######## design 1 ########
$ cat src/rtl/seg7_scan_driver.sv
// seg7_scan_driver
//   Time-multiplexed driver for a NUM_DIGITS-digit common-anode seven-segment
//   display. A shadow register captures the value on `load`. The shadow is
//   copied into the displayed (active) register only at a frame boundary, so a
//   frame never shows a mix of old and new digits. Each digit slot lasts
//   REFRESH_DIV cycles. The first BLANK_CYCLES of every slot keep all anodes
//   off, which suppresses ghosting between digits.
//
// Ports
//   clk, rst     system clock, asynchronous active-high reset
//   value        hex nibbles, nibble i drives digit i (digit 0 is rightmost)
//   load         one-cycle strobe that captures value into the shadow register
//   digit_en     per-digit enable (live)
//   dp_mask      per-digit decimal point request (live)
//   lz_en        leading-zero suppression enable (live)
//   dig          segments {a..g}, active-low
//   seg          anode enables, active-low, at most one bit low
//   dp_n         decimal point, active-low
//   frame_tick   one-cycle pulse, the cycle after each frame commit
module seg7_scan_driver #(
  parameter int NUM_DIGITS   = 4,
  parameter int REFRESH_DIV  = 50000,
  parameter int BLANK_CYCLES = 500
) (
  input  logic                    clk,
  input  logic                    rst,
  input  logic [4*NUM_DIGITS-1:0] value,
  input  logic                    load,
  input  logic [NUM_DIGITS-1:0]   digit_en,
  input  logic [NUM_DIGITS-1:0]   dp_mask,
  input  logic                    lz_en,
  output logic [6:0]              dig,
  output logic [NUM_DIGITS-1:0]   seg,
  output logic                    dp_n,
  output logic                    frame_tick
);

  localparam int CNT_W = (REFRESH_DIV > 1) ? $clog2(REFRESH_DIV) : 1;
  localparam int IDX_W = (NUM_DIGITS > 1) ? $clog2(NUM_DIGITS) : 1;
  localparam int VAL_W = 4 * NUM_DIGITS;

  localparam logic [CNT_W-1:0] CNT_LAST  = CNT_W'(REFRESH_DIV - 1);
  localparam logic [CNT_W-1:0] CNT_BLANK = CNT_W'(BLANK_CYCLES);
  localparam logic [IDX_W-1:0] IDX_LAST  = IDX_W'(NUM_DIGITS - 1);

  logic [CNT_W-1:0]      cnt_q, cnt_d;
  logic [IDX_W-1:0]      idx_q, idx_d;
  logic [VAL_W-1:0]      shadow_q, shadow_d;
  logic [VAL_W-1:0]      active_q, active_d;
  logic                  pending_q, pending_d;
  logic [6:0]            dig_q, dig_d;
  logic [NUM_DIGITS-1:0] seg_q, seg_d;
  logic                  dp_n_q, dp_n_d;
  logic                  frame_tick_q, frame_tick_d;

  logic                  cnt_wrap;
  logic                  commit;
  logic                  blank_done;
  logic [NUM_DIGITS-1:0] supp;
  logic [3:0]            cur_nib;
  logic                  cur_en;
  logic                  cur_dp;
  logic                  cur_supp;
  logic                  lit;

  function automatic logic [6:0] encode(input logic [3:0] nib);
    logic [6:0] s;
    case (nib)
      4'h0: s = 7'b0000001;
      4'h1: s = 7'b1001111;
      4'h2: s = 7'b0010010;
      4'h3: s = 7'b0000110;
      4'h4: s = 7'b1001100;
      4'h5: s = 7'b0100100;
      4'h6: s = 7'b0100000;
      4'h7: s = 7'b0001111;
      4'h8: s = 7'b0000000;
      4'h9: s = 7'b0001100;
      4'hA: s = 7'b0001000;
      4'hB: s = 7'b1100000;
      4'hC: s = 7'b1110010;
      4'hD: s = 7'b1000010;
      4'hE: s = 7'b0110000;
      default: s = 7'b0111000;
    endcase
    return s;
  endfunction

  // With no blanking gap, the comparison against zero would be constant, so
  // the gap logic is only built when a gap exists.
  generate
    if (BLANK_CYCLES == 0) begin : g_no_blank
      assign blank_done = 1'b1;
    end else begin : g_blank
      assign blank_done = (cnt_q >= CNT_BLANK);
    end
  endgenerate

  assign cnt_wrap = (cnt_q == CNT_LAST);
  assign commit   = cnt_wrap && (idx_q == IDX_LAST);

  always_comb begin
    cnt_d = cnt_wrap ? '0 : cnt_q + CNT_W'(1);
    idx_d = idx_q;
    if (cnt_wrap) begin
      idx_d = (idx_q == IDX_LAST) ? '0 : idx_q + IDX_W'(1);
    end
  end

  // The commit reads shadow_q, so a load on the commit cycle stays pending
  // for the following frame.
  always_comb begin
    shadow_d  = shadow_q;
    pending_d = pending_q;
    active_d  = active_q;
    if (commit && pending_q) begin
      active_d  = shadow_q;
      pending_d = 1'b0;
    end
    if (load) begin
      shadow_d  = value;
      pending_d = 1'b1;
    end
  end

  // Scan from the top digit down. A digit is suppressed while every nibble
  // from it upward is zero. Digit 0 always shows.
  always_comb begin
    logic zero_run;
    zero_run = 1'b1;
    supp     = '0;
    for (int i = NUM_DIGITS - 1; i >= 0; i--) begin
      zero_run = zero_run && (active_q[4*i +: 4] == 4'h0);
      if (i > 0) begin
        supp[i] = lz_en && zero_run;
      end
    end
  end

  always_comb begin
    cur_nib  = 4'h0;
    cur_en   = 1'b0;
    cur_dp   = 1'b0;
    cur_supp = 1'b0;
    for (int i = 0; i < NUM_DIGITS; i++) begin
      if (IDX_W'(i) == idx_q) begin
        cur_nib  = active_q[4*i +: 4];
        cur_en   = digit_en[i];
        cur_dp   = dp_mask[i];
        cur_supp = supp[i];
      end
    end
  end

  assign lit = blank_done && cur_en && !cur_supp;

  always_comb begin
    seg_d        = '1;
    dig_d        = 7'b111_1111;
    dp_n_d       = 1'b1;
    frame_tick_d = commit;
    if (lit) begin
      seg_d  = ~(NUM_DIGITS'(1) << idx_q);
      dig_d  = encode(cur_nib);
      dp_n_d = ~cur_dp;
    end
  end

  always_ff @(posedge clk or posedge rst) begin
    if (rst) begin
      cnt_q        <= '0;
      idx_q        <= '0;
      shadow_q     <= '0;
      active_q     <= '0;
      pending_q    <= 1'b0;
      dig_q        <= 7'b111_1111;
      seg_q        <= '1;
      dp_n_q       <= 1'b1;
      frame_tick_q <= 1'b0;
    end else begin
      cnt_q        <= cnt_d;
      idx_q        <= idx_d;
      shadow_q     <= shadow_d;
      active_q     <= active_d;
      pending_q    <= pending_d;
      dig_q        <= dig_d;
      seg_q        <= seg_d;
      dp_n_q       <= dp_n_d;
      frame_tick_q <= frame_tick_d;
    end
  end

  assign dig        = dig_q;
  assign seg        = seg_q;
  assign dp_n       = dp_n_q;
  assign frame_tick = frame_tick_q;

endmodule

$ cat config.mk
export PLATFORM = sky130hd
export DESIGN_NAME = seg7_scan_driver
export DESIGN_NICKNAME = d
export VERILOG_FILES = /design/src/rtl/seg7_scan_driver.sv
export SDC_FILE = /design/constraint.sdc
export NUM_CORES = 1
export LEC_CHECK = 0
export CORE_MARGIN = 1
export CORE_UTILIZATION = 50
export DETAILED_ROUTE_END_ITERATION = 16
export PLACE_DENSITY = 0.7
export SLEW_MARGIN = 20
export SYNTH_ARGS = -nofsm -noshare
export SYNTH_HDL_FRONTEND = slang
export SYNTH_SLANG_ARGS = --single-unit
$ cat constraint.sdc
create_clock -name clk -period 3.9 [get_ports clk]
set_input_delay 0.585 -clock clk [delete_from_list [all_inputs] [get_ports clk]]
set_output_delay 0.585 -clock clk [all_outputs]
set_load 0.05 [all_outputs]
######## design 2 ########
File: src/rtl/coherence_control.sv
// Two-core MSI bus coherence controller: arbitrates icache/dcache requests onto one RAM port.
// Ports: CLK/nRST; per-core i*/d*/cc* cache links; ram* memory port. Macro: CACHE_TO_CACHE_EN.
module coherence_control #(
   parameter int CPUS = 2
) (
   input  logic                  CLK,
   input  logic                  nRST,
   input  logic [CPUS-1:0]       iREN,
   input  logic [CPUS-1:0][31:0] iaddr,
   output logic [CPUS-1:0]       iwait,
   output logic [CPUS-1:0][31:0] iload,
   input  logic [CPUS-1:0]       dREN,
   input  logic [CPUS-1:0]       dWEN,
   input  logic [CPUS-1:0][31:0] daddr,
   input  logic [CPUS-1:0][31:0] dstore,
   output logic [CPUS-1:0]       dwait,
   output logic [CPUS-1:0][31:0] dload,
   input  logic [CPUS-1:0]       cctrans,
   input  logic [CPUS-1:0]       ccwrite,
   output logic [CPUS-1:0]       ccwait,
   output logic [CPUS-1:0]       ccinv,
   output logic [CPUS-1:0][31:0] ccsnoopaddr,
   output logic                  ramREN,
   output logic                  ramWEN,
   output logic [31:0]           ramaddr,
   output logic [31:0]           ramstore,
   input  logic [31:0]           ramload,
   input  logic [1:0]            ramstate
);

   typedef enum logic [3:0] {
      IDLE, SNOOP, WB0, WB1, FILL0, FILL1,
      C2C0, C2C1, INVAL, IFETCH
   } state_t;

   localparam logic [1:0] ACCESS = 2'd2;

   state_t state, state_n;
   logic   req, req_n;
   logic   dptr, dptr_n;
   logic   iptr, iptr_n;
   logic   fil, fil_n;
   logic   inv, inv_n;
   logic   snp, snp_n;
   logic   acc, oth, wbc, g;
   logic [CPUS-1:0] fill_v, upg_v;

   function automatic logic pick(
      input logic [CPUS-1:0] v,
      input logic            p
   );
      return v[p] ? p : ~p;
   endfunction

   assign acc    = (ramstate == ACCESS);
   assign oth    = ~req;
   // fil: this transaction is a fill, so the other core stays frozen
   // snp: write-back phase runs on behalf of the snooped core
   assign wbc    = snp ? oth : req;
   assign fill_v = dREN & cctrans;
   assign upg_v  = cctrans & ~dREN;

   always_ff @(posedge CLK or negedge nRST) begin
      if (!nRST) begin
         state <= IDLE;
         req   <= 1'b0;
         dptr  <= 1'b0;
         iptr  <= 1'b0;
         fil   <= 1'b0;
         inv   <= 1'b0;
         snp   <= 1'b0;
      end else begin
         state <= state_n;
         req   <= req_n;
         dptr  <= dptr_n;
         iptr  <= iptr_n;
         fil   <= fil_n;
         inv   <= inv_n;
         snp   <= snp_n;
      end
   end

   always_comb begin
      state_n = state;
      req_n   = req;
      dptr_n  = dptr;
      iptr_n  = iptr;
      fil_n   = fil;
      inv_n   = inv;
      snp_n   = snp;
      g       = 1'b0;
      unique case (state)
         IDLE: begin
            fil_n = 1'b0;
            inv_n = 1'b0;
            snp_n = 1'b0;
            if (|dWEN) begin
               g       = pick(dWEN, dptr);
               req_n   = g;
               dptr_n  = ~dptr;
               state_n = WB0;
            end else if (|fill_v) begin
               g       = pick(fill_v, dptr);
               req_n   = g;
               dptr_n  = ~dptr;
               fil_n   = 1'b1;
               inv_n   = ccwrite[g];
               state_n = SNOOP;
            end else if (|upg_v) begin
               g       = pick(upg_v, dptr);
               req_n   = g;
               dptr_n  = ~dptr;
               state_n = INVAL;
            end else if (|iREN) begin
               g       = pick(iREN, iptr);
               req_n   = g;
               iptr_n  = ~iptr;
               state_n = IFETCH;
            end
         end
         SNOOP: begin
`ifdef CACHE_TO_CACHE_EN
            if (cctrans[oth] && ccwrite[oth])
               state_n = C2C0;
            else
               state_n = FILL0;
`else
            // dirty hit: flush the owner first, then refill
            if (cctrans[oth] && ccwrite[oth]) begin
               state_n = WB0;
               snp_n   = 1'b1;
            end else begin
               state_n = FILL0;
            end
`endif
         end
         WB0:    if (acc) state_n = WB1;
         WB1:    if (acc) state_n = snp ? FILL0 : IDLE;
         FILL0:  if (acc) state_n = FILL1;
         FILL1:  if (acc) state_n = IDLE;
`ifdef CACHE_TO_CACHE_EN
         C2C0:   if (acc) state_n = C2C1;
         C2C1:   if (acc) state_n = IDLE;
`else
         C2C0, C2C1: state_n = IDLE;
`endif
         INVAL:  state_n = IDLE;
         IFETCH: if (acc) state_n = IDLE;
         default: state_n = IDLE;
      endcase
   end

   always_comb begin
      iwait       = '1;
      dwait       = '1;
      iload       = '0;
      dload       = '0;
      ccwait      = '0;
      ccinv       = '0;
      ccsnoopaddr = '0;
      ramREN      = 1'b0;
      ramWEN      = 1'b0;
      ramaddr     = '0;
      ramstore    = '0;
      // fill holds the other core frozen until back in IDLE
      if (fil && state != IDLE) begin
         ccwait[oth]      = 1'b1;
         ccinv[oth]       = inv;
         ccsnoopaddr[oth] = daddr[req];
      end
      unique case (state)
         WB0, WB1: begin
            ramWEN     = 1'b1;
            ramaddr    = daddr[wbc];
            ramstore   = dstore[wbc];
            dwait[wbc] = ~acc;
         end
         FILL0, FILL1: begin
            ramREN     = 1'b1;
            ramaddr    = daddr[req];
            dload[req] = ramload;
            dwait[req] = ~acc;
         end
`ifdef CACHE_TO_CACHE_EN
         C2C0, C2C1: begin
            ramWEN     = 1'b1;
            ramaddr    = daddr[oth];
            ramstore   = dstore[oth];
            dload[req] = dstore[oth];
            dwait[req] = ~acc;
            dwait[oth] = ~acc;
         end
`endif
         INVAL: begin
            ccwait[oth]      = 1'b1;
            ccinv[oth]       = 1'b1;
            ccsnoopaddr[oth] = daddr[req];
            dwait[req]       = 1'b0;
         end
         IFETCH: begin
            ramREN     = 1'b1;
            ramaddr    = iaddr[req];
            iload[req] = ramload;
            iwait[req] = ~acc;
         end
         default: ;
      endcase
   end

endmodule

File: config.mk
export PLATFORM = sky130hd
export DESIGN_NAME = coherence_control
export DESIGN_NICKNAME = d
export VERILOG_FILES = /design/src/rtl/coherence_control.sv
export SDC_FILE = /design/constraint.sdc
export NUM_CORES = 1
export LEC_CHECK = 0
export ABC_AREA = 0
export CAP_MARGIN = 20
export CELL_PAD_IN_SITES_DETAIL_PLACEMENT = 0
export CELL_PAD_IN_SITES_GLOBAL_PLACEMENT = 1
export CORE_AREA = 2 2 196 198
export CTS_CLUSTER_SIZE = 10
export DETAILED_ROUTE_END_ITERATION = 6
export DIE_AREA = 0 0 198 200
export GPL_TIMING_DRIVEN = 1
export PLACE_DENSITY = 0.57
export SLEW_MARGIN = 10
export SYNTH_ARGS = -nofsm -noshare
export SYNTH_HDL_FRONTEND = slang
export SYNTH_SLANG_ARGS = --single-unit
export TNS_END_PERCENT = 5
File: constraint.sdc
create_clock -name CLK -period 2.3 [get_ports CLK]
set_input_delay 0.46 -clock CLK [delete_from_list [all_inputs] [get_ports CLK]]
set_output_delay 0.46 -clock CLK [all_outputs]
set_load 0.05 [all_outputs]
### I/O nets highlighted, design 1

(4 px per um)
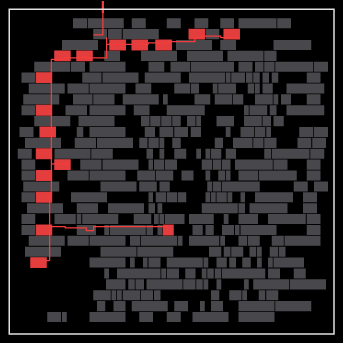
colour	port	bits	direction	edge	end cells	wire
red	load	1	input	north	17	155 um

==> flow_summary_export.csv, design 1 <==
group,metric,value,unit
floorplan,chip_area,6530,sq um
final_layout,inv_count,13,
clock_tree,post_cts_buffers,0,
critical_path,critPathMaxFanout,6,
sta,whs,0.504,ns
placed_design,post-place-ws,1.01,ns
placed_design,portBuffers,40,
drt,viasPerCell,5.32,
critical_path,cp_data_arrival_time,3.18,ns
final_layout,nonClkBufAreaFrac,0.111,
drt,ant_nets,0,
synth,simple_gate_share,0.140,
critical_path,reg2reg_to,"dig[5]",
sta,clock_skew,0.00688,ns
outcome,outcome,"completed",
final_layout,final_cells,382,
drt,highest_layer,"met4",
global_routing,grt_max_degree,49,
power_and_ir_drop,power_density,373,nW/um^2
drt,met1_length,2730,um
final_layout,seq_share,0.425,
floorplan,fp_util,0.522,
synth,async_flop_share,1.00,
final_layout,clockBufferCount,10,
floorplan,rows,28,
final_layout,seq_cell_count,64,
clock_tree,clockRootBuffer,"clkbuf_8",
sta,min_period_over_period,0.750,
global_routing,grt_pass1_wl,9410,um
synth,fa_ha_area_frac,0.0483,
sta,setup_viol,0,
sta,fmax,0.342,GHz
synth,fp_nets,298,
hold_path,min_path_type,"reg -> reg",
critical_path,path_depth,9,
critical_path,worstPathCellList,"inv_1, ha_1, nor2b_1, a221oi_1, o31ai_1, inv_1, ha_1, or3_1, o211ai_1",
final_layout,layout_top_cell,"dfrtp_1",
global_routing,grt.total_usage,0.195,
drt,drc,0,
global_routing,antenna_found_initial,0,
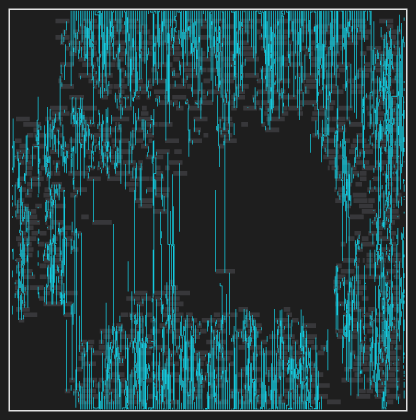
*Met2 routing, design 2*
(2 px per um)
main direction	vertical
longest straight run	84.8 um
share of all routed wire	54%
nets with wire on the layer	1,206
wire length on this layer	18,000 um

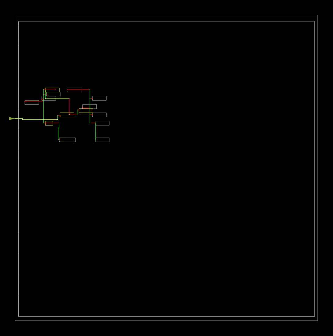
*Clock nets, design 2*
Sink Count: 10
clk_skew: 0.00286 ns
Clock Buffer Count: 4
CTS Buf Count: 3
seq_cells: 10

==> flow_summary_export.csv, design 2 <==
group,metric,value,unit
outcome,outcome,"finished with violations",
outcome,violations,"negative setup slack",
sta,worst_slack,-0.167,ns
power_and_ir_drop,comb-power,15500,uW
flow_run,warnings,29,
sta,setup_viol,137,
placed_design,globalplace.congestion,0.768,
clock_tree,htreeDepth,1,
power_and_ir_drop,intPower,7960,uW
power_and_ir_drop,p_leak,0.00581,uW
global_routing,grt.total_usage,0.147,
sta,max_slew_margin,0.634,
synth,yosysTopAreaCellShare,0.195,
final_layout,final-comb-area,4520,sq um
synth,simple_gate_share,0.444,
drt,dr_wl_met2,18000,um
drt,viasPerCell,4.03,

######## design 3 ########
### Clock nets, design 3

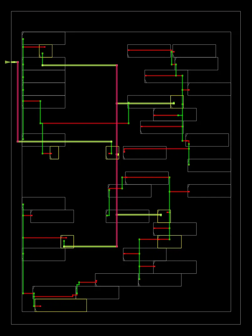

===== config.mk =====
export PLATFORM = sky130hd
export DESIGN_NAME = decoder38_seq
export DESIGN_NICKNAME = d
export VERILOG_FILES = /design/src/rtl/decoder38_seq.sv
export SDC_FILE = /design/constraint.sdc
export NUM_CORES = 1
export LEC_CHECK = 0
export ABC_AREA = 0
export ABC_CLOCK_PERIOD_IN_PS = 4600
export CAP_MARGIN = 20
export CORE_ASPECT_RATIO = 1.4
export CORE_MARGIN = 2
export CORE_UTILIZATION = 58
export DETAILED_ROUTE_END_ITERATION = 16
export GPL_ROUTABILITY_DRIVEN = 0
export PLACE_DENSITY = 0.82
export SLEW_MARGIN = 30
export SYNTH_ARGS = -nofsm -noshare
export SYNTH_HDL_FRONTEND = slang
export SYNTH_SLANG_ARGS = --single-unit

===== constraint.sdc =====
create_clock -name iClk -period 4.6 [get_ports iClk]
set_input_delay 0.69 -clock iClk [delete_from_list [all_inputs] [get_ports iClk]]
set_output_delay 0.69 -clock iClk [all_outputs]
set_load 0.1 [all_outputs]

===== src/rtl/decoder38_seq.sv =====
// Registered 3-to-8 one-hot decoder with timed single-shot hold and a free-running scan mode.
// Define DECODER38_ACTIVE_LOW_EN for 74138-style active-low outputs (idle 8'hFF).
module decoder38_seq #(
    parameter int unsigned HOLD_CYCLES = 4,
    parameter int unsigned SCAN_DIV    = 8
) (
    input  logic       iClk,
    input  logic       iRst_n,
    input  logic       iEn,
    input  logic       iScan,
    input  logic       iValid,
    input  logic [2:0] iData,
    output logic       oReady,
    output logic [7:0] oData,
    output logic       oBusy,
    output logic       oDone
);

`ifdef DECODER38_ACTIVE_LOW_EN
    localparam logic [7:0] OutMask = 8'hFF;
`else
    localparam logic [7:0] OutMask = 8'h00;
`endif

    localparam logic [7:0] HoldLoad = 8'(HOLD_CYCLES - 1);
    localparam logic [7:0] ScanLoad = 8'(SCAN_DIV - 1);

    typedef enum logic [1:0] {StIdle, StHold, StScan} state_e;

    state_e     state_q, state_d;
    logic [7:0] data_q, data_d;   // active-high one-hot, polarity applied on the way out
    logic       busy_q, busy_d;
    logic       done_q, done_d;
    logic [7:0] hold_cnt_q, hold_cnt_d;
    logic [7:0] scan_div_q, scan_div_d;
    logic [2:0] scan_idx_q, scan_idx_d;
    logic [2:0] scan_idx_inc;

    assign scan_idx_inc = scan_idx_q + 3'd1;
    assign oReady       = (state_q == StIdle) && iEn && !iScan;

    always_ff @(posedge iClk or negedge iRst_n) begin
        if (!iRst_n) begin
            state_q <= StIdle;
        end else begin
            state_q <= state_d;
        end
    end

    always_comb begin
        state_d = state_q;
        unique case (state_q)
            StIdle: begin
                if (iEn && iScan) begin
                    state_d = StScan;
                end else if (iEn && iValid) begin
                    state_d = StHold;
                end
            end
            StHold: begin
                if (!iEn || hold_cnt_q == 8'd0) begin
                    state_d = StIdle;
                end
            end
            StScan: begin
                if (!iEn || !iScan) begin
                    state_d = StIdle;
                end
            end
            default: state_d = StIdle;
        endcase
    end

    always_comb begin
        data_d     = 8'h00;
        done_d     = 1'b0;
        hold_cnt_d = 8'd0;
        scan_div_d = 8'd0;
        scan_idx_d = 3'd0;
        busy_d     = (state_d == StHold) || (state_d == StScan);
        unique case (state_q)
            StIdle: begin
                if (iEn && iScan) begin
                    data_d     = 8'h01;
                    scan_div_d = ScanLoad;
                end else if (iEn && iValid) begin
                    data_d     = 8'd1 << iData;
                    hold_cnt_d = HoldLoad;
                end
            end
            StHold: begin
                // Abort takes priority over completion, so no done pulse on abort.
                if (iEn && hold_cnt_q == 8'd0) begin
                    done_d = 1'b1;
                end else if (iEn) begin
                    data_d     = data_q;
                    hold_cnt_d = hold_cnt_q - 8'd1;
                end
            end
            StScan: begin
                if (iEn && iScan) begin
                    if (scan_div_q == 8'd0) begin
                        scan_idx_d = scan_idx_inc;
                        data_d     = 8'd1 << scan_idx_inc;
                        scan_div_d = ScanLoad;
                    end else begin
                        scan_idx_d = scan_idx_q;
                        data_d     = data_q;
                        scan_div_d = scan_div_q - 8'd1;
                    end
                end
            end
            default: ;
        endcase
    end

    always_ff @(posedge iClk or negedge iRst_n) begin
        if (!iRst_n) begin
            data_q     <= 8'h00;
            busy_q     <= 1'b0;
            done_q     <= 1'b0;
            hold_cnt_q <= 8'd0;
            scan_div_q <= 8'd0;
            scan_idx_q <= 3'd0;
        end else begin
            data_q     <= data_d;
            busy_q     <= busy_d;
            done_q     <= done_d;
            hold_cnt_q <= hold_cnt_d;
            scan_div_q <= scan_div_d;
            scan_idx_q <= scan_idx_d;
        end
    end

    assign oData = data_q ^ OutMask;
    assign oBusy = busy_q;
    assign oDone = done_q;

endmodule


######## design 4 ########
File: src/rtl/ws_frame_queue_pkg.sv
// ----------------------------------------------------------------------------
// ws_frame_queue_pkg
//   Shared definitions for the jitter record queue: launcher FSM state
//   encoding, payload size and the record width helper.
//   Record layout (MSB..LSB): {seq[15:0], pcnt[Nc-1:0], jtr1, jtr2, jtr3, jtr4}
// ----------------------------------------------------------------------------
package ws_frame_queue_pkg;

  typedef enum logic [2:0] {
    ST_IDLE  = 3'd0,
    ST_LOAD  = 3'd1,
    ST_START = 3'd2,
    ST_ACK   = 3'd3,
    ST_BUSY  = 3'd4
  } fq_state_t;

  // Payload length in bytes served to udp_send
  localparam int P_SZ  = 18;
  localparam int SEQ_W = 16;

  function automatic int rec_width(input int nm, input int nc);
    return SEQ_W + nc + 4 * nm;
  endfunction

endpackage

File: src/rtl/ws_frame_queue_if.sv
// ----------------------------------------------------------------------------
// ws_frame_queue_if
//   Bundles the trigger/snapshot inputs, the udp_send handshake and the
//   queue status of ws_frame_queue.
//   master : jitter evaluators + udp_send side (drives wr, data, udp_rdy, addr)
//   slave  : the queue (drives udp_start, payload, level, full, drop_cnt)
//   Handshake: wr is a single-cycle strobe, data sampled on the same edge.
//   udp_start is a one-cycle pulse issued only while udp_rdy reported idle;
//   payload is combinational from addr and stays valid for the whole frame.
// ----------------------------------------------------------------------------
interface ws_frame_queue_if #(
  parameter int Nd  = 3,
  parameter int Nm  = 16,
  parameter int Nc  = 32,
  parameter int Nsz = 7
);
  logic           wr;
  logic [Nc-1:0]  pcnt;
  logic [Nm-1:0]  jtr1;
  logic [Nm-1:0]  jtr2;
  logic [Nm-1:0]  jtr3;
  logic [Nm-1:0]  jtr4;
  logic           udp_rdy;
  logic           udp_start;
  logic [Nsz-1:0] addr;
  logic [7:0]     payload;
  logic [Nd:0]    level;
  logic           full;
  logic [15:0]    drop_cnt;

  modport master (
    output wr, pcnt, jtr1, jtr2, jtr3, jtr4, udp_rdy, addr,
    input  udp_start, payload, level, full, drop_cnt
  );

  modport slave (
    input  wr, pcnt, jtr1, jtr2, jtr3, jtr4, udp_rdy, addr,
    output udp_start, payload, level, full, drop_cnt
  );
endinterface

File: src/rtl/ws_frame_queue_rec_fifo.sv
// ----------------------------------------------------------------------------
// ws_frame_queue_rec_fifo
//   2^Nd x RW record store with synchronous read. Owns the pointers, the
//   occupancy count and the overflow policy.
//   Ports:
//     clk, rst     clock, asynchronous active-low reset
//     wr_i         write strobe, wr_data_i stored when accepted
//     pop_i        read head into rd_data_o on this edge and advance
//     rd_data_o    registered head record
//     level_o      records held, full_o when level_o == 2^Nd
//     accept_o     this write is stored (seq must advance)
//     drop_o       this write hit a full queue without a pop
//   Macro WS_QUEUE_OVERWRITE_EN: a write while full replaces the oldest
//   record instead of being discarded.
// ----------------------------------------------------------------------------
module ws_frame_queue_rec_fifo #(
  parameter int Nd = 3,
  parameter int RW = 112
) (
  input  logic          clk,
  input  logic          rst,
  input  logic          wr_i,
  input  logic [RW-1:0] wr_data_i,
  input  logic          pop_i,
  output logic [RW-1:0] rd_data_o,
  output logic [Nd:0]   level_o,
  output logic          full_o,
  output logic          accept_o,
  output logic          drop_o
);
  localparam int DEPTH = 1 << Nd;
  localparam logic [Nd-1:0] PTR_ONE  = Nd'(1);
  localparam logic [Nd:0]   LVL_ONE  = (Nd+1)'(1);
  localparam logic [Nd:0]   LVL_FULL = (Nd+1)'(DEPTH);

  logic [RW-1:0] mem_q [DEPTH];
  logic [RW-1:0] rd_data_q;
  logic [Nd-1:0] wr_ptr_q, wr_ptr_d;
  logic [Nd-1:0] rd_ptr_q, rd_ptr_d;
  logic [Nd:0]   level_q, level_d;
  logic          full_w, pop_ok, store, drop;

  assign full_w = (level_q == LVL_FULL);
  assign pop_ok = pop_i && (level_q != '0);

  always_comb begin
    wr_ptr_d = wr_ptr_q;
    rd_ptr_d = rd_ptr_q;
    level_d  = level_q;
    store    = 1'b0;
    drop     = 1'b0;
    if (pop_ok) rd_ptr_d = rd_ptr_q + PTR_ONE;
    if (wr_i) begin
      // A pop on the same edge frees the slot, so a full queue still accepts
      if (!full_w || pop_ok) begin
        store = 1'b1;
      end else begin
        drop = 1'b1;
`ifdef WS_QUEUE_OVERWRITE_EN
        // Replace the oldest record: both pointers advance, level stays full
        store    = 1'b1;
        rd_ptr_d = rd_ptr_q + PTR_ONE;
`endif
      end
    end
    if (store) wr_ptr_d = wr_ptr_q + PTR_ONE;
    if (store && !drop && !pop_ok)  level_d = level_q + LVL_ONE;
    else if (pop_ok && !store)      level_d = level_q - LVL_ONE;
  end

  always_ff @(posedge clk or negedge rst) begin
    if (!rst) begin
      wr_ptr_q  <= '0;
      rd_ptr_q  <= '0;
      level_q   <= '0;
      rd_data_q <= '0;
    end else begin
      wr_ptr_q <= wr_ptr_d;
      rd_ptr_q <= rd_ptr_d;
      level_q  <= level_d;
      // Read-before-write on a shared address returns the old head
      if (pop_ok) rd_data_q <= mem_q[rd_ptr_q];
    end
  end

  always_ff @(posedge clk) begin
    if (store) mem_q[wr_ptr_q] <= wr_data_i;
  end

  assign rd_data_o = rd_data_q;
  assign level_o   = level_q;
  assign full_o    = full_w;
  assign accept_o  = store;
  assign drop_o    = drop;

endmodule

File: src/rtl/ws_frame_queue.sv
// ----------------------------------------------------------------------------
// ws_frame_queue
//   Record queue between the jitter evaluators and udp_send. Each wr pulse
//   snapshots {seq, pcnt, jtr1..jtr4}; one UDP frame is launched per queued
//   record whenever udp_send is idle, and the 18-byte payload is served by
//   byte address from the in-flight record.
//   Ports:
//     clk          100 MHz system clock
//     rst          asynchronous active-low reset (0 = reset)
//     bus          ws_frame_queue_if.slave: wr/pcnt/jtr1..4 snapshot inputs,
//                  udp_rdy/udp_start/addr/payload to udp_send,
//                  level/full/drop_cnt status
//     dbg_state_o  launcher FSM state
//   Payload (LSB first): 0-3 pcnt, 4-11 jtr1..jtr4, 12-13 seq,
//   14-15 drop_cnt, 16 level, 17 {7'b0, full}, others 00.
//   Macro WS_QUEUE_OVERWRITE_EN: writes into a full queue replace the oldest
//   record; undefined, they are discarded. drop_cnt counts them either way.
// ----------------------------------------------------------------------------
module ws_frame_queue
  import ws_frame_queue_pkg::*;
#(
  parameter int Nd  = 3,
  parameter int Nm  = 16,
  parameter int Nc  = 32,
  parameter int Nsz = 7
) (
  input  logic            clk,
  input  logic            rst,
  ws_frame_queue_if.slave bus,
  output fq_state_t       dbg_state_o
);
  localparam int RW = rec_width(Nm, Nc);

  fq_state_t        state_q;
  logic             udp_start_q;
  logic [RW-1:0]    cur_q;
  logic [15:0]      seq_q;
  logic [15:0]      drop_q;
  logic [RW-1:0]    head_w;
  logic [Nd:0]      level_w;
  logic             full_w, accept_w, drop_w, pop_w;
  logic [8*P_SZ-1:0] pl_vec;
  logic [7:0]       payload_w;

  // The head is popped while in LOAD; its data is valid in START
  assign pop_w = (state_q == ST_LOAD);

  ws_frame_queue_rec_fifo #(
    .Nd (Nd),
    .RW (RW)
  ) u_fifo (
    .clk       (clk),
    .rst       (rst),
    .wr_i      (bus.wr),
    .wr_data_i ({seq_q, bus.pcnt, bus.jtr1, bus.jtr2, bus.jtr3, bus.jtr4}),
    .pop_i     (pop_w),
    .rd_data_o (head_w),
    .level_o   (level_w),
    .full_o    (full_w),
    .accept_o  (accept_w),
    .drop_o    (drop_w)
  );

  always_ff @(posedge clk or negedge rst) begin
    if (!rst) begin
      state_q     <= ST_IDLE;
      udp_start_q <= 1'b0;
      cur_q       <= '0;
    end else begin
      udp_start_q <= 1'b0;
      case (state_q)
        ST_IDLE:  if ((level_w != '0) && bus.udp_rdy) state_q <= ST_LOAD;
        ST_LOAD:  state_q <= ST_START;
        ST_START: begin
          // cur holds until the next LOAD, covering the whole frame
          cur_q       <= head_w;
          udp_start_q <= 1'b1;
          state_q     <= ST_ACK;
        end
        ST_ACK:   if (!bus.udp_rdy) state_q <= ST_BUSY;
        ST_BUSY:  if (bus.udp_rdy) state_q <= ST_IDLE;
        default:  state_q <= ST_IDLE;
      endcase
    end
  end

  always_ff @(posedge clk or negedge rst) begin
    if (!rst) begin
      seq_q  <= '0;
      drop_q <= '0;
    end else begin
      if (accept_w) seq_q <= seq_q + 16'd1;
      if (drop_w && (drop_q != 16'hFFFF)) drop_q <= drop_q + 16'd1;
    end
  end

  // Record fields of the in-flight frame
  logic [15:0]   cur_seq;
  logic [Nc-1:0] cur_pcnt;
  logic [Nm-1:0] cur_j1, cur_j2, cur_j3, cur_j4;

  assign cur_seq  = cur_q[RW-1 -: 16];
  assign cur_pcnt = cur_q[4*Nm +: Nc];
  assign cur_j1   = cur_q[3*Nm +: Nm];
  assign cur_j2   = cur_q[2*Nm +: Nm];
  assign cur_j3   = cur_q[Nm +: Nm];
  assign cur_j4   = cur_q[0 +: Nm];

  assign pl_vec = {7'b0, full_w, 8'(level_w), drop_q, cur_seq,
                   16'(cur_j4), 16'(cur_j3), 16'(cur_j2), 16'(cur_j1),
                   32'(cur_pcnt)};

  always_comb begin
    payload_w = 8'h00;
    for (int i = 0; i < P_SZ; i++) begin
      if (bus.addr == Nsz'(i)) payload_w = pl_vec[8*i +: 8];
    end
  end

  assign bus.udp_start = udp_start_q;
  assign bus.payload   = payload_w;
  assign bus.level     = level_w;
  assign bus.full      = full_w;
  assign bus.drop_cnt  = drop_q;
  assign dbg_state_o   = state_q;

endmodule
File: src/flat_wrapper.sv
// flat-port wrapper written by rule: the top's interface ports become plain ports
module ws_frame_queue_flat import ws_frame_queue_pkg::*;
#(
  parameter int Nd  = 3,
  parameter int Nm  = 16,
  parameter int Nc  = 32,
  parameter int Nsz = 7
)
  (clk, rst, dbg_state_o, bus_wr, bus_pcnt, bus_jtr1, bus_jtr2, bus_jtr3, bus_jtr4, bus_udp_rdy, bus_addr, bus_udp_start, bus_payload, bus_level, bus_full, bus_drop_cnt);
  ws_frame_queue_if #(.Nd(Nd), .Nm(Nm), .Nc(Nc), .Nsz(Nsz)) bus_i ();
  input  logic clk;
  input  logic rst;
  output fq_state_t dbg_state_o;
  input wire logic [$bits(bus_i.wr)-1:0] bus_wr;
  input wire logic [$bits(bus_i.pcnt)-1:0] bus_pcnt;
  input wire logic [$bits(bus_i.jtr1)-1:0] bus_jtr1;
  input wire logic [$bits(bus_i.jtr2)-1:0] bus_jtr2;
  input wire logic [$bits(bus_i.jtr3)-1:0] bus_jtr3;
  input wire logic [$bits(bus_i.jtr4)-1:0] bus_jtr4;
  input wire logic [$bits(bus_i.udp_rdy)-1:0] bus_udp_rdy;
  input wire logic [$bits(bus_i.addr)-1:0] bus_addr;
  output wire logic [$bits(bus_i.udp_start)-1:0] bus_udp_start;
  output wire logic [$bits(bus_i.payload)-1:0] bus_payload;
  output wire logic [$bits(bus_i.level)-1:0] bus_level;
  output wire logic [$bits(bus_i.full)-1:0] bus_full;
  output wire logic [$bits(bus_i.drop_cnt)-1:0] bus_drop_cnt;
  assign bus_i.wr = bus_wr;
  assign bus_i.pcnt = bus_pcnt;
  assign bus_i.jtr1 = bus_jtr1;
  assign bus_i.jtr2 = bus_jtr2;
  assign bus_i.jtr3 = bus_jtr3;
  assign bus_i.jtr4 = bus_jtr4;
  assign bus_i.udp_rdy = bus_udp_rdy;
  assign bus_i.addr = bus_addr;
  assign bus_udp_start = bus_i.udp_start;
  assign bus_payload = bus_i.payload;
  assign bus_level = bus_i.level;
  assign bus_full = bus_i.full;
  assign bus_drop_cnt = bus_i.drop_cnt;
  ws_frame_queue #(.Nd(Nd), .Nm(Nm), .Nc(Nc), .Nsz(Nsz)) u_core (.clk(clk), .rst(rst), .bus(bus_i), .dbg_state_o(dbg_state_o));
endmodule
File: config.mk
export PLATFORM = sky130hd
export DESIGN_NAME = ws_frame_queue_flat
export DESIGN_NICKNAME = d
export VERILOG_FILES = /design/src/rtl/ws_frame_queue_pkg.sv /design/src/rtl/ws_frame_queue_if.sv /design/src/rtl/ws_frame_queue_rec_fifo.sv /design/src/rtl/ws_frame_queue.sv /design/src/flat_wrapper.sv
export SDC_FILE = /design/constraint.sdc
export NUM_CORES = 1
export LEC_CHECK = 0
export CAP_MARGIN = 20
export CORE_UTILIZATION = 45
export CTS_CLUSTER_DIAMETER = 60
export DETAILED_ROUTE_END_ITERATION = 8
export PLACE_DENSITY = 0.63
export SETUP_SLACK_MARGIN = 0.05
export SLEW_MARGIN = 10
export SYNTH_ARGS = -nofsm -noshare
export SYNTH_HDL_FRONTEND = slang
export SYNTH_SLANG_ARGS = --single-unit
File: constraint.sdc
create_clock -name clk -period 34 [get_ports clk]
set_input_delay 5.1 -clock clk [delete_from_list [all_inputs] [get_ports clk]]
set_output_delay 5.1 -clock clk [all_outputs]
set_load 0.02 [all_outputs]
######## design 5 ########
`src/rtl/fractal_pkg.sv`:
```
// fractal_pkg
// Shared definitions for the fractal view controller: Q3.13 format constants,
// command encodings, controller state encoding, reset view defaults, the view
// parameter bundle and a saturating narrow-to-Q3.13 helper.
package fractal_pkg;

  localparam int Q_WIDTH   = 16;
  localparam int Q_FRAC    = 13;
  localparam int PAN_SHIFT = 5;

  localparam logic [Q_WIDTH-1:0] DEF_HOME_X   = 16'hE000;
  localparam logic [Q_WIDTH-1:0] DEF_HOME_Y   = 16'hE000;
  localparam logic [Q_WIDTH-1:0] DEF_HOME_SX  = 16'h0019;
  localparam logic [Q_WIDTH-1:0] DEF_HOME_SY  = 16'h0022;
  localparam logic [Q_WIDTH-1:0] DEF_STEP_MAX = 16'h0400;

  typedef enum logic [2:0] {
    OP_PAN_LEFT  = 3'd0,
    OP_PAN_RIGHT = 3'd1,
    OP_PAN_UP    = 3'd2,
    OP_PAN_DOWN  = 3'd3,
    OP_ZOOM_IN   = 3'd4,
    OP_ZOOM_OUT  = 3'd5,
    OP_HOME      = 3'd6,
    OP_REDRAW    = 3'd7
  } cmd_op_e;

  typedef enum logic [2:0] {
    ST_IDLE  = 3'd0,
    ST_APPLY = 3'd1,
    ST_ARM   = 3'd2,
    ST_KICK  = 3'd3,
    ST_BUSY  = 3'd4
  } view_state_e;

  // All four fields are signed Q3.13; kept as raw bits and reinterpreted where needed.
  typedef struct packed {
    logic [Q_WIDTH-1:0] start_x;
    logic [Q_WIDTH-1:0] start_y;
    logic [Q_WIDTH-1:0] step_x;
    logic [Q_WIDTH-1:0] step_y;
  } view_t;

  // Clamp a wide signed intermediate to the Q3.13 range.
  function automatic logic [Q_WIDTH-1:0] sat_q(input logic signed [25:0] v);
    if (v > 26'sd32767)
      return 16'h7FFF;
    else if (v < -26'sd32768)
      return 16'h8000;
    else
      return v[Q_WIDTH-1:0];
  endfunction

  function automatic logic [Q_WIDTH-1:0] sat_p17(input logic [16:0] v);
    return sat_q({{9{v[16]}}, v});
  endfunction

endpackage

```
`src/rtl/fractal_view_math.sv`:
```
// fractal_view_math
// Purely combinational view update: given a command and the current view
// parameters, produce the next view parameters and whether the command is legal.
// Ports:
//   op    - command opcode
//   cur   - current startX/startY/stepX/stepY
//   nxt   - updated parameters (equal to cur when the command is illegal)
//   legal - 1 when the command may be applied
module fractal_view_math
  import fractal_pkg::*;
#(
  parameter logic [Q_WIDTH-1:0] HOME_X   = DEF_HOME_X,
  parameter logic [Q_WIDTH-1:0] HOME_Y   = DEF_HOME_Y,
  parameter logic [Q_WIDTH-1:0] HOME_SX  = DEF_HOME_SX,
  parameter logic [Q_WIDTH-1:0] HOME_SY  = DEF_HOME_SY,
  parameter logic [Q_WIDTH-1:0] STEP_MAX = DEF_STEP_MAX
) (
  input  cmd_op_e op,
  input  view_t   cur,
  output view_t   nxt,
  output logic    legal
);

  // Zoom products of a full-range step need up to ~24 bits; 26 leaves headroom.
  localparam int W = 26;

  logic [16:0]         x17, y17, pan_dx, pan_dy;
  logic [16:0]         pan_xl, pan_xr, pan_yu, pan_yd;
  logic signed [W-1:0] x_w, y_w, sx_w, sy_w;
  logic signed [W-1:0] zin_x, zin_y, zout_x, zout_y;
  logic                zin_ok, zout_ok;

  assign x17    = {cur.start_x[Q_WIDTH-1], cur.start_x};
  assign y17    = {cur.start_y[Q_WIDTH-1], cur.start_y};
  assign pan_dx = {cur.step_x[Q_WIDTH-1], cur.step_x} << PAN_SHIFT;
  assign pan_dy = {cur.step_y[Q_WIDTH-1], cur.step_y} << PAN_SHIFT;

  assign pan_xl = x17 - pan_dx;
  assign pan_xr = x17 + pan_dx;
  assign pan_yu = y17 - pan_dy;
  assign pan_yd = y17 + pan_dy;

  assign x_w  = {{(W-Q_WIDTH){cur.start_x[Q_WIDTH-1]}}, cur.start_x};
  assign y_w  = {{(W-Q_WIDTH){cur.start_y[Q_WIDTH-1]}}, cur.start_y};
  assign sx_w = {{(W-Q_WIDTH){cur.step_x[Q_WIDTH-1]}}, cur.step_x};
  assign sy_w = {{(W-Q_WIDTH){cur.step_y[Q_WIDTH-1]}}, cur.step_y};

  // Recentre on zoom: 160 = 128+32, 120 = 128-8, 320 = 256+64, 240 = 256-16.
  assign zin_x  = x_w + ((sx_w <<< 7) + (sx_w <<< 5));
  assign zin_y  = y_w + ((sy_w <<< 7) - (sy_w <<< 3));
  assign zout_x = x_w - ((sx_w <<< 8) + (sx_w <<< 6));
  assign zout_y = y_w - ((sy_w <<< 8) - (sy_w <<< 4));

  assign zin_ok  = ($signed(cur.step_x) >= 16'sd2) && ($signed(cur.step_y) >= 16'sd2);
  assign zout_ok = ($signed(cur.step_x) <= $signed(STEP_MAX >> 1)) &&
                   ($signed(cur.step_y) <= $signed(STEP_MAX >> 1));

  always_comb begin
    nxt   = cur;
    legal = 1'b1;
    case (op)
      OP_PAN_LEFT:  nxt.start_x = sat_p17(pan_xl);
      OP_PAN_RIGHT: nxt.start_x = sat_p17(pan_xr);
      OP_PAN_UP:    nxt.start_y = sat_p17(pan_yu);
      OP_PAN_DOWN:  nxt.start_y = sat_p17(pan_yd);
      OP_ZOOM_IN: begin
        legal = zin_ok;
        if (zin_ok) begin
          nxt.start_x = sat_q(zin_x);
          nxt.start_y = sat_q(zin_y);
          nxt.step_x  = {cur.step_x[Q_WIDTH-1], cur.step_x[Q_WIDTH-1:1]};
          nxt.step_y  = {cur.step_y[Q_WIDTH-1], cur.step_y[Q_WIDTH-1:1]};
        end
      end
      OP_ZOOM_OUT: begin
        legal = zout_ok;
        if (zout_ok) begin
          nxt.start_x = sat_q(zout_x);
          nxt.start_y = sat_q(zout_y);
          nxt.step_x  = {cur.step_x[Q_WIDTH-2:0], 1'b0};
          nxt.step_y  = {cur.step_y[Q_WIDTH-2:0], 1'b0};
        end
      end
      OP_HOME: begin
        nxt.start_x = HOME_X;
        nxt.start_y = HOME_Y;
        nxt.step_x  = HOME_SX;
        nxt.step_y  = HOME_SY;
      end
      OP_REDRAW: nxt = cur;
    endcase
  end

endmodule

```
`src/rtl/fractal_view_ctrl.sv`:
```
// fractal_view_ctrl
// Accepts pan/zoom/home/redraw commands, updates a shadow copy of the view,
// and publishes it to the fractal engine together with a start pulse during
// vertical blanking. The visible parameters only change on the start cycle.
// Ports:
//   Clk_100M, reset          - clock, synchronous active-high reset
//   cmd_valid/cmd_op/cmd_ready - command handshake
//   vblank, frac_done        - engine timing inputs
//   frac_start               - one-cycle frame start
//   startX/startY/stepX/stepY - visible Q3.13 view parameters
//   busy, cmd_err            - status; cmd_err pulses on a rejected command
//
// state | meaning
// IDLE  | waiting for a command, outputs stable
// APPLY | compute new view into shadow, or reject the command
// ARM   | waiting for vblank
// KICK  | publish shadow, pulse frac_start
// BUSY  | engine rendering, waiting for frac_done
module fractal_view_ctrl
  import fractal_pkg::*;
#(
  parameter logic [Q_WIDTH-1:0] HOME_X   = DEF_HOME_X,
  parameter logic [Q_WIDTH-1:0] HOME_Y   = DEF_HOME_Y,
  parameter logic [Q_WIDTH-1:0] HOME_SX  = DEF_HOME_SX,
  parameter logic [Q_WIDTH-1:0] HOME_SY  = DEF_HOME_SY,
  parameter logic [Q_WIDTH-1:0] STEP_MAX = DEF_STEP_MAX
) (
  input  logic                      Clk_100M,
  input  logic                      reset,
  input  logic                      cmd_valid,
  input  logic [2:0]                cmd_op,
  output logic                      cmd_ready,
  input  logic                      vblank,
  input  logic                      frac_done,
  output logic                      frac_start,
  output logic signed [Q_WIDTH-1:0] startX,
  output logic signed [Q_WIDTH-1:0] startY,
  output logic signed [Q_WIDTH-1:0] stepX,
  output logic signed [Q_WIDTH-1:0] stepY,
  output logic                      busy,
  output logic                      cmd_err
);

  localparam view_t HOME_VIEW = '{start_x: HOME_X, start_y: HOME_Y,
                                  step_x: HOME_SX, step_y: HOME_SY};

  view_state_e state_q, state_nxt;
  cmd_op_e     op_q;
  view_t       shadow_q, view_q, math_nxt;
  logic        math_legal;
  logic        op_ld, shadow_ld, view_ld;

  fractal_view_math #(
    .HOME_X   (HOME_X),
    .HOME_Y   (HOME_Y),
    .HOME_SX  (HOME_SX),
    .HOME_SY  (HOME_SY),
    .STEP_MAX (STEP_MAX)
  ) u_math (
    .op    (op_q),
    .cur   (shadow_q),
    .nxt   (math_nxt),
    .legal (math_legal)
  );

  // Reset parks in ARM so the first frame starts by itself at vblank.
  always_ff @(posedge Clk_100M) begin
    if (reset)
      state_q <= ST_ARM;
    else
      state_q <= state_nxt;
  end

  always_comb begin
    state_nxt = state_q;
    case (state_q)
      ST_IDLE:  if (cmd_valid && cmd_ready) state_nxt = ST_APPLY;
      ST_APPLY: state_nxt = math_legal ? ST_ARM : ST_IDLE;
      ST_ARM:   if (vblank) state_nxt = ST_KICK;
      ST_KICK:  state_nxt = ST_BUSY;
      ST_BUSY:  if (frac_done) state_nxt = ST_IDLE;
      default:  state_nxt = ST_ARM;
    endcase
  end

  // Status outputs are gated by reset so they read correctly while it is held.
  always_comb begin
    cmd_ready  = (state_q == ST_IDLE) && !reset;
    busy       = (state_q != ST_IDLE) || reset;
    frac_start = (state_q == ST_KICK) && !reset;
    cmd_err    = (state_q == ST_APPLY) && !math_legal && !reset;
    op_ld      = cmd_valid && cmd_ready;
    shadow_ld  = (state_q == ST_APPLY) && math_legal;
    // Load on the ARM->KICK edge so new values are visible during the KICK cycle.
    view_ld    = (state_q == ST_ARM) && vblank;
  end

  always_ff @(posedge Clk_100M) begin
    if (reset) begin
      op_q     <= OP_REDRAW;
      shadow_q <= HOME_VIEW;
      view_q   <= HOME_VIEW;
    end else begin
      if (op_ld)     op_q     <= cmd_op_e'(cmd_op);
      if (shadow_ld) shadow_q <= math_nxt;
      if (view_ld)   view_q   <= shadow_q;
    end
  end

  assign startX = view_q.start_x;
  assign startY = view_q.start_y;
  assign stepX  = view_q.step_x;
  assign stepY  = view_q.step_y;

endmodule

```
`config.mk`:
```
export PLATFORM = sky130hd
export DESIGN_NAME = fractal_view_ctrl
export DESIGN_NICKNAME = d
export VERILOG_FILES = /design/src/rtl/fractal_pkg.sv /design/src/rtl/fractal_view_math.sv /design/src/rtl/fractal_view_ctrl.sv
export SDC_FILE = /design/constraint.sdc
export NUM_CORES = 1
export LEC_CHECK = 0
export CAP_MARGIN = 5
export CORE_UTILIZATION = 29
export DETAILED_ROUTE_END_ITERATION = 10
export RECOVER_POWER = 100
export SYNTH_ARGS = -nofsm -noshare
export SYNTH_HDL_FRONTEND = slang
export SYNTH_HIERARCHICAL = 1
export SYNTH_SLANG_ARGS = --single-unit
```
`constraint.sdc`:
```
create_clock -name Clk_100M -period 8.9 [get_ports Clk_100M]
set_clock_uncertainty 0.05 [all_clocks]
set_input_delay 2.225 -clock Clk_100M [delete_from_list [all_inputs] [get_ports Clk_100M]]
set_output_delay 2.225 -clock Clk_100M [all_outputs]
set_load 0.02 [all_outputs]
```
### I/O nets highlighted, design 5

(1.5 px per um)
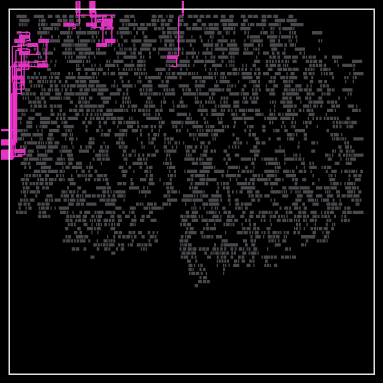
colour	port	bits	direction	edge	end cells	wire
magenta	startX	16	output	9 west, 7 north	16	913 um

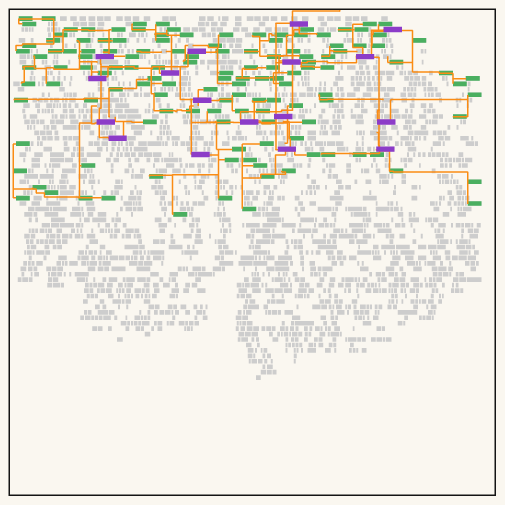
*Clock network drawn from the DEF, design 5*
(2 px per um)
[purple] clock-net drivers | count: 17
[orange] clock wires | length: 2,120 um
[green] flip-flops | count: 134
routed clock nets	18

==> flow_summary_export.csv, design 5 <==
group,metric,value,unit
sta,maxSlewViolCount,235,
synth,edf_count,0,
power_and_ir_drop,seq_power_share,0.407,
outcome,violations,"max-capacitance violations, max-slew violations",
hold_path,hold_start,"startX[5]",
power_and_ir_drop,power.switching,449,uW
drt,drt_wl_total,65200,um
critical_path,startpoint_type,"flop",
clock_tree,clock_latency,0.45,ns
critical_path,crit_family,"AND-OR/OR-AND gates",
synth,yosysTopAreaCellShare,0.160,
outcome,outcome,"finished with violations",
placed_design,post-place-ws,2.79,ns
final_layout,final-comb-area,12900,sq um
final_layout,final_nets,2477,
synth,yosysCellCount,2275,
final_layout,antennaDiodeCount,0,
synth,synth_warnings,6,
synth,yosysMostFrequentCell,"nand2_1",
synth,ys.flop_type,"dfxtp_1",
final_layout,seq_cell_count,134,
drt,dr_wl_met3,3570,um
floorplan,die_width,242,um
final_layout,comb_cells,1837,
global_routing,grt_pass1_wl,99800,um
synth,top_logic_kind,"AND-OR/OR-AND gates",
global_routing,use_met3,0.0167,
sta,worst_slack,2.13,ns
power_and_ir_drop,swShare,0.300,
sta,max_slew_margin,-1.51,
synth,ys_sh_xor,0.0471,
drt,drt_pass1_iterations,8,
flow_run,cap_violations,3,
power_and_ir_drop,p_comb_frac,0.099,
final_layout,clockBufferCount,17,
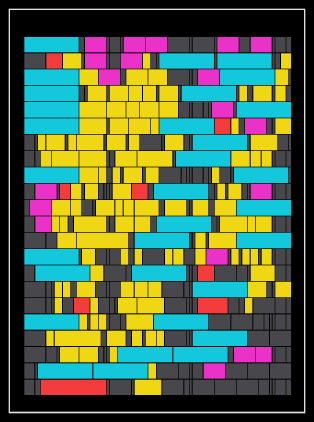
*Placement by cell class, design 3*
(6 px per um) Fill, decap, tap and diode cells in grey.
colour	class	cells
red	clock drivers and dummy loads	8
magenta	remaining buffers and delay cells	19
cyan	registers	31
yellow	remaining logic cells	114

About 'Clock nets' of design 3:
Sink Count: 31
clk pwr: 224 uW

==> flow_summary_export.csv, design 3 <==
group,metric,value,unit
outcome,outcome,"completed",
sta,fmax,0.383,GHz
floorplan,rows,22,
floorplan,fp.dieH,67.0,um
synth,simple_gate_share,0.199,
final_layout,clockBufferCount,6,
power_and_ir_drop,power.switching,164,uW
power_and_ir_drop,clkPwrFrac,0.370,
placed_design,place_inst,200,
drt,ant_nets,0,
sta,worst_pin_slew,0.975,ns
synth,ys.flop_type,"dfrtp_1",
hold_path,worstHoldPathCells,1,
clock_tree,clock_latency,0.34,ns
synth,ys_area,1640,sq um
final_layout,final-comb-area,802,sq um
floorplan,pin_count,19,
drt,num_vias,1220,
synth,area_leaders,"dfrtp_1 47%, ha_1 6.9%, xnor2_1 4.3%",
drt,highest_layer,"met4",
synth,synth_warnings,0,
flow_run,warnings,32,
synth,async_flop_share,1.00,
power_and_ir_drop,p_comb_frac,0.157,
final_layout,dominant_cells,"multi-input combinational cells",
floorplan,die_width,49.0,um
final_layout,final_area,1930,sq um
clock_tree,cts_tree,"yes",
global_routing,top_usage_layer,"met2",
global_routing,grt_pass1_wl,5660,um
final_layout,seq_share,0.402,
floorplan,chip_area,3280,sq um
power_and_ir_drop,comb-power,95.0,uW
global_routing,grt_max_degree,32,
power_and_ir_drop,p_leak,0.000903,uW
floorplan,fp_util,0.615,
synth,yosysUniqueCellTypes,42,
drt,drt_wl_total,3160,um
clock_tree,cts_buffer_depth,2,
synth,yosysCellCount,148,
critical_path,reg2reg_depth,4,
floorplan,taps,36,
sta,min_period_over_period,0.568,
synth,yosysSeqAreaShare,0.472,
power_and_ir_drop,intPower,442,uW
drt,met1_length,1270,um
global_routing,grt_pass1_vias,1295,
critical_path,critPathCapture,"oReady",
synth,syn_area,1640,sq um
synth,ys_ff,31,
clock_tree,cts_made_buffers,5,
power_and_ir_drop,top_power_group,"sequential cells",
final_layout,area_growth,17.6,%
sta,setup_viol,0,
clock_tree,post_cts_buffers,0,
synth,synthTopCellsByCount,"31 x dfrtp_1, 16 x nor2_1, 10 x inv_1",
hold_path,worstHoldEndpoint,"oData[1]",
clock_tree,htreeDepth,2,
critical_path,startpoint_type,"input pin",
critical_path,reg2reg_to,"oData[7]",
synth,yosys.area.top_type,"dfrtp_1",
placed_design,post-place-ws,2.01,ns
clock_tree,clockRootBuffer,"clkbuf_4",
synth,yosysMostFrequentCell,"dfrtp_1",
sta,rsz0062_at_grt,"false",
final_layout,nonClkBufAreaFrac,0.0959,
floorplan,core_area,2670,sq um
critical_path,worstPathCellList,"clkdlybuf4s50_1, nor4b_4, buf_4",
final_layout,final_cell_mix,"31 x dfrtp_1, 17 x clkdlybuf4s50_1, 16 x nor2_1",
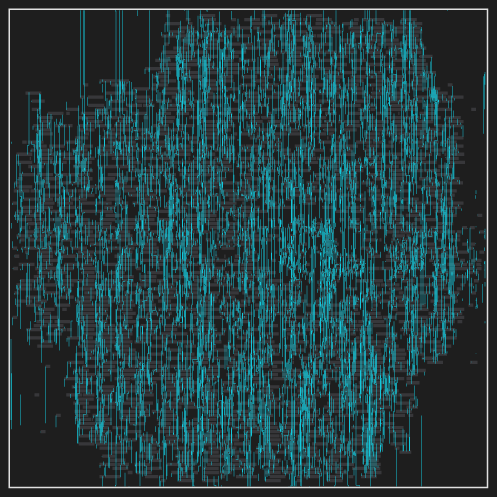
*Met2 routing, design 4*
(1.5 px per um)
longest straight run	99.3 um
main direction	vertical
wire length on this layer	46.6 mm
nets with wire on the layer	2,243

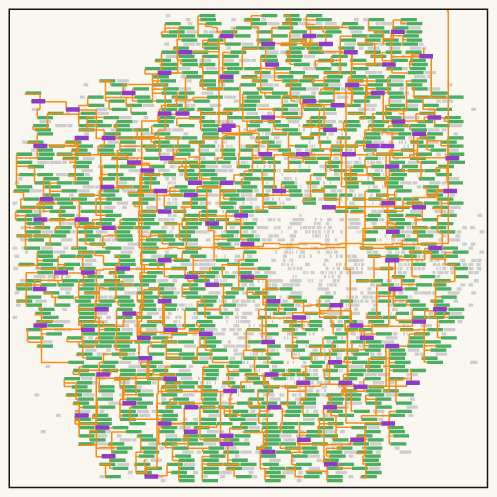
*Clock network drawn from the DEF, design 4*
(1.5 px per um)
[orange] clock wires | length: 12,600 um
[green] flip-flops | count: 1,166
[purple] clock-net drivers | count: 115
routed clock nets	116
flops lie	widely spread

==> flow_summary_export.csv, design 4 <==
group,metric,value,unit
hold_path,hold_start,"u_core.u_fifo.rd_data_o[108]",
critical_path,cpPeakStageDelay,0.95,ns
synth,synth_warnings,0,
synth,synthAoiAreaFrac,0.0235,
hold_path,worstHoldPathCells,2,
global_routing,use_met2,0.310,
power_and_ir_drop,fin_total_pwr,4480,uW
final_layout,buffers_excl_clock,163,
critical_path,worst-path-buf-inv,3,
final_layout,area_growth,14.9,%
drt,num_vias,21500,
critical_path,reg2reg_depth,5,
power_and_ir_drop,p_seq,2060,uW
placed_design,dpl.hpwl,55400,um
sta,fin_tns_setup,0,ns
sta,rsz0062_at_grt,"false",
floorplan,pin_count,140,
critical_path,critPathMaxFanout,20,
final_layout,nFillCells,7670,
drt,drt_pass1_iterations,5,
hold_path,min_path_type,"reg -> reg",
synth,mux_share,0.177,
final_layout,final_area,51600,sq um
power_and_ir_drop,power_density,86.9,nW/um^2
power_and_ir_drop,swShare,0.300,
synth,ys_sh_xor,0.00683,
placed_design,portBuffers,139,
sta,maxSlewViolCount,0,
sta,period_needed,13.92,ns
outcome,outcome,"completed",
power_and_ir_drop,power.switching,1350,uW
sta,clock_skew,0.0265,ns
synth,area_leaders,"edfxtp_1 60%, dfrtp_1 15%, mux4_2 12%",
clock_tree,clockRootBuffer,"clkbuf_16",


## Gallery

Clock network drawn from the DEF.
shot_01.png
(2 px per um)
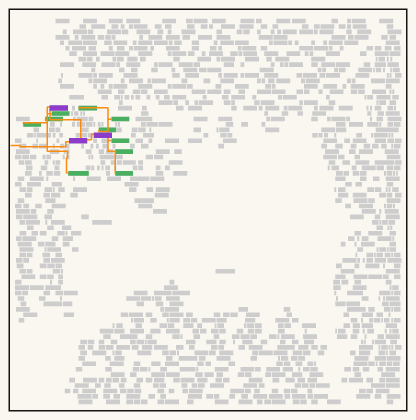
shot_02.png
(6 px per um)
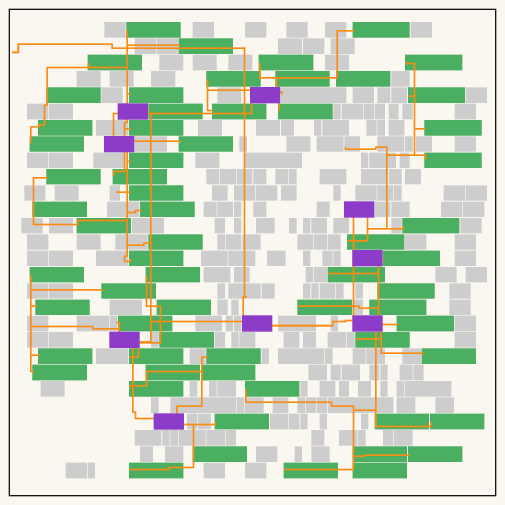
shot_03.png
(8 px per um)
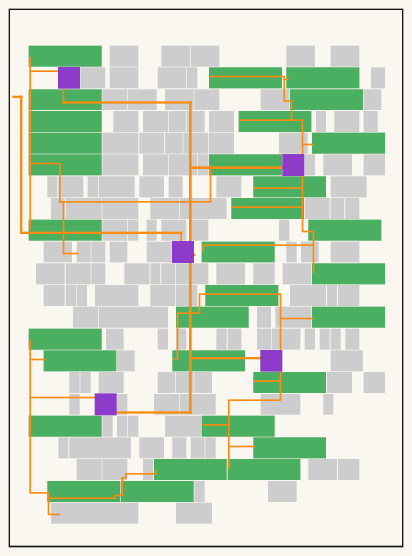
shot_02.png: design 1
shot_01.png: design 2
shot_03.png: design 3

Key to shot_02.png:
[green] flip-flops | count: 64
[orange] clock wires | length: 749 um
[purple] clock-net drivers | count: 9
routed clock nets	10
flops lie	widely spread


==> screenshots <==
Placement by cell class.
Plate I
(1.5 px per um) Fill, decap, tap and diode cells in grey.
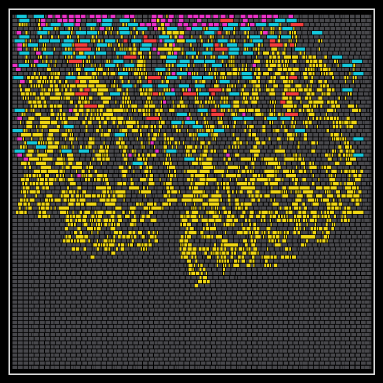
Plate II
(4 px per um) Fill, decap, tap and diode cells in grey.
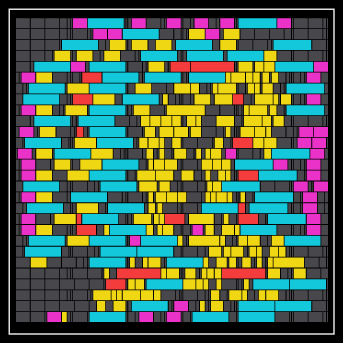
Plate III
(1 px per um) Fill, decap, tap and diode cells in grey.
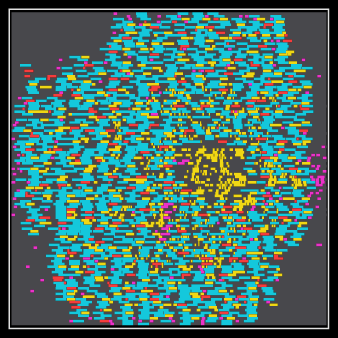
Plate IV
(2 px per um) Fill, decap, tap and diode cells in grey.
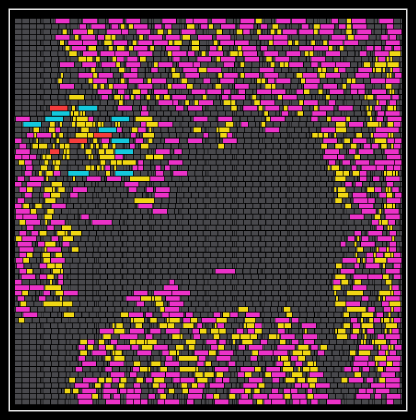
design 5: Plate I
design 2: Plate IV
design 1: Plate II
design 4: Plate III
- highest utilization: Plate II
- most sequential cells: Plate III

Power is estimated from default activity; no workload was simulated.
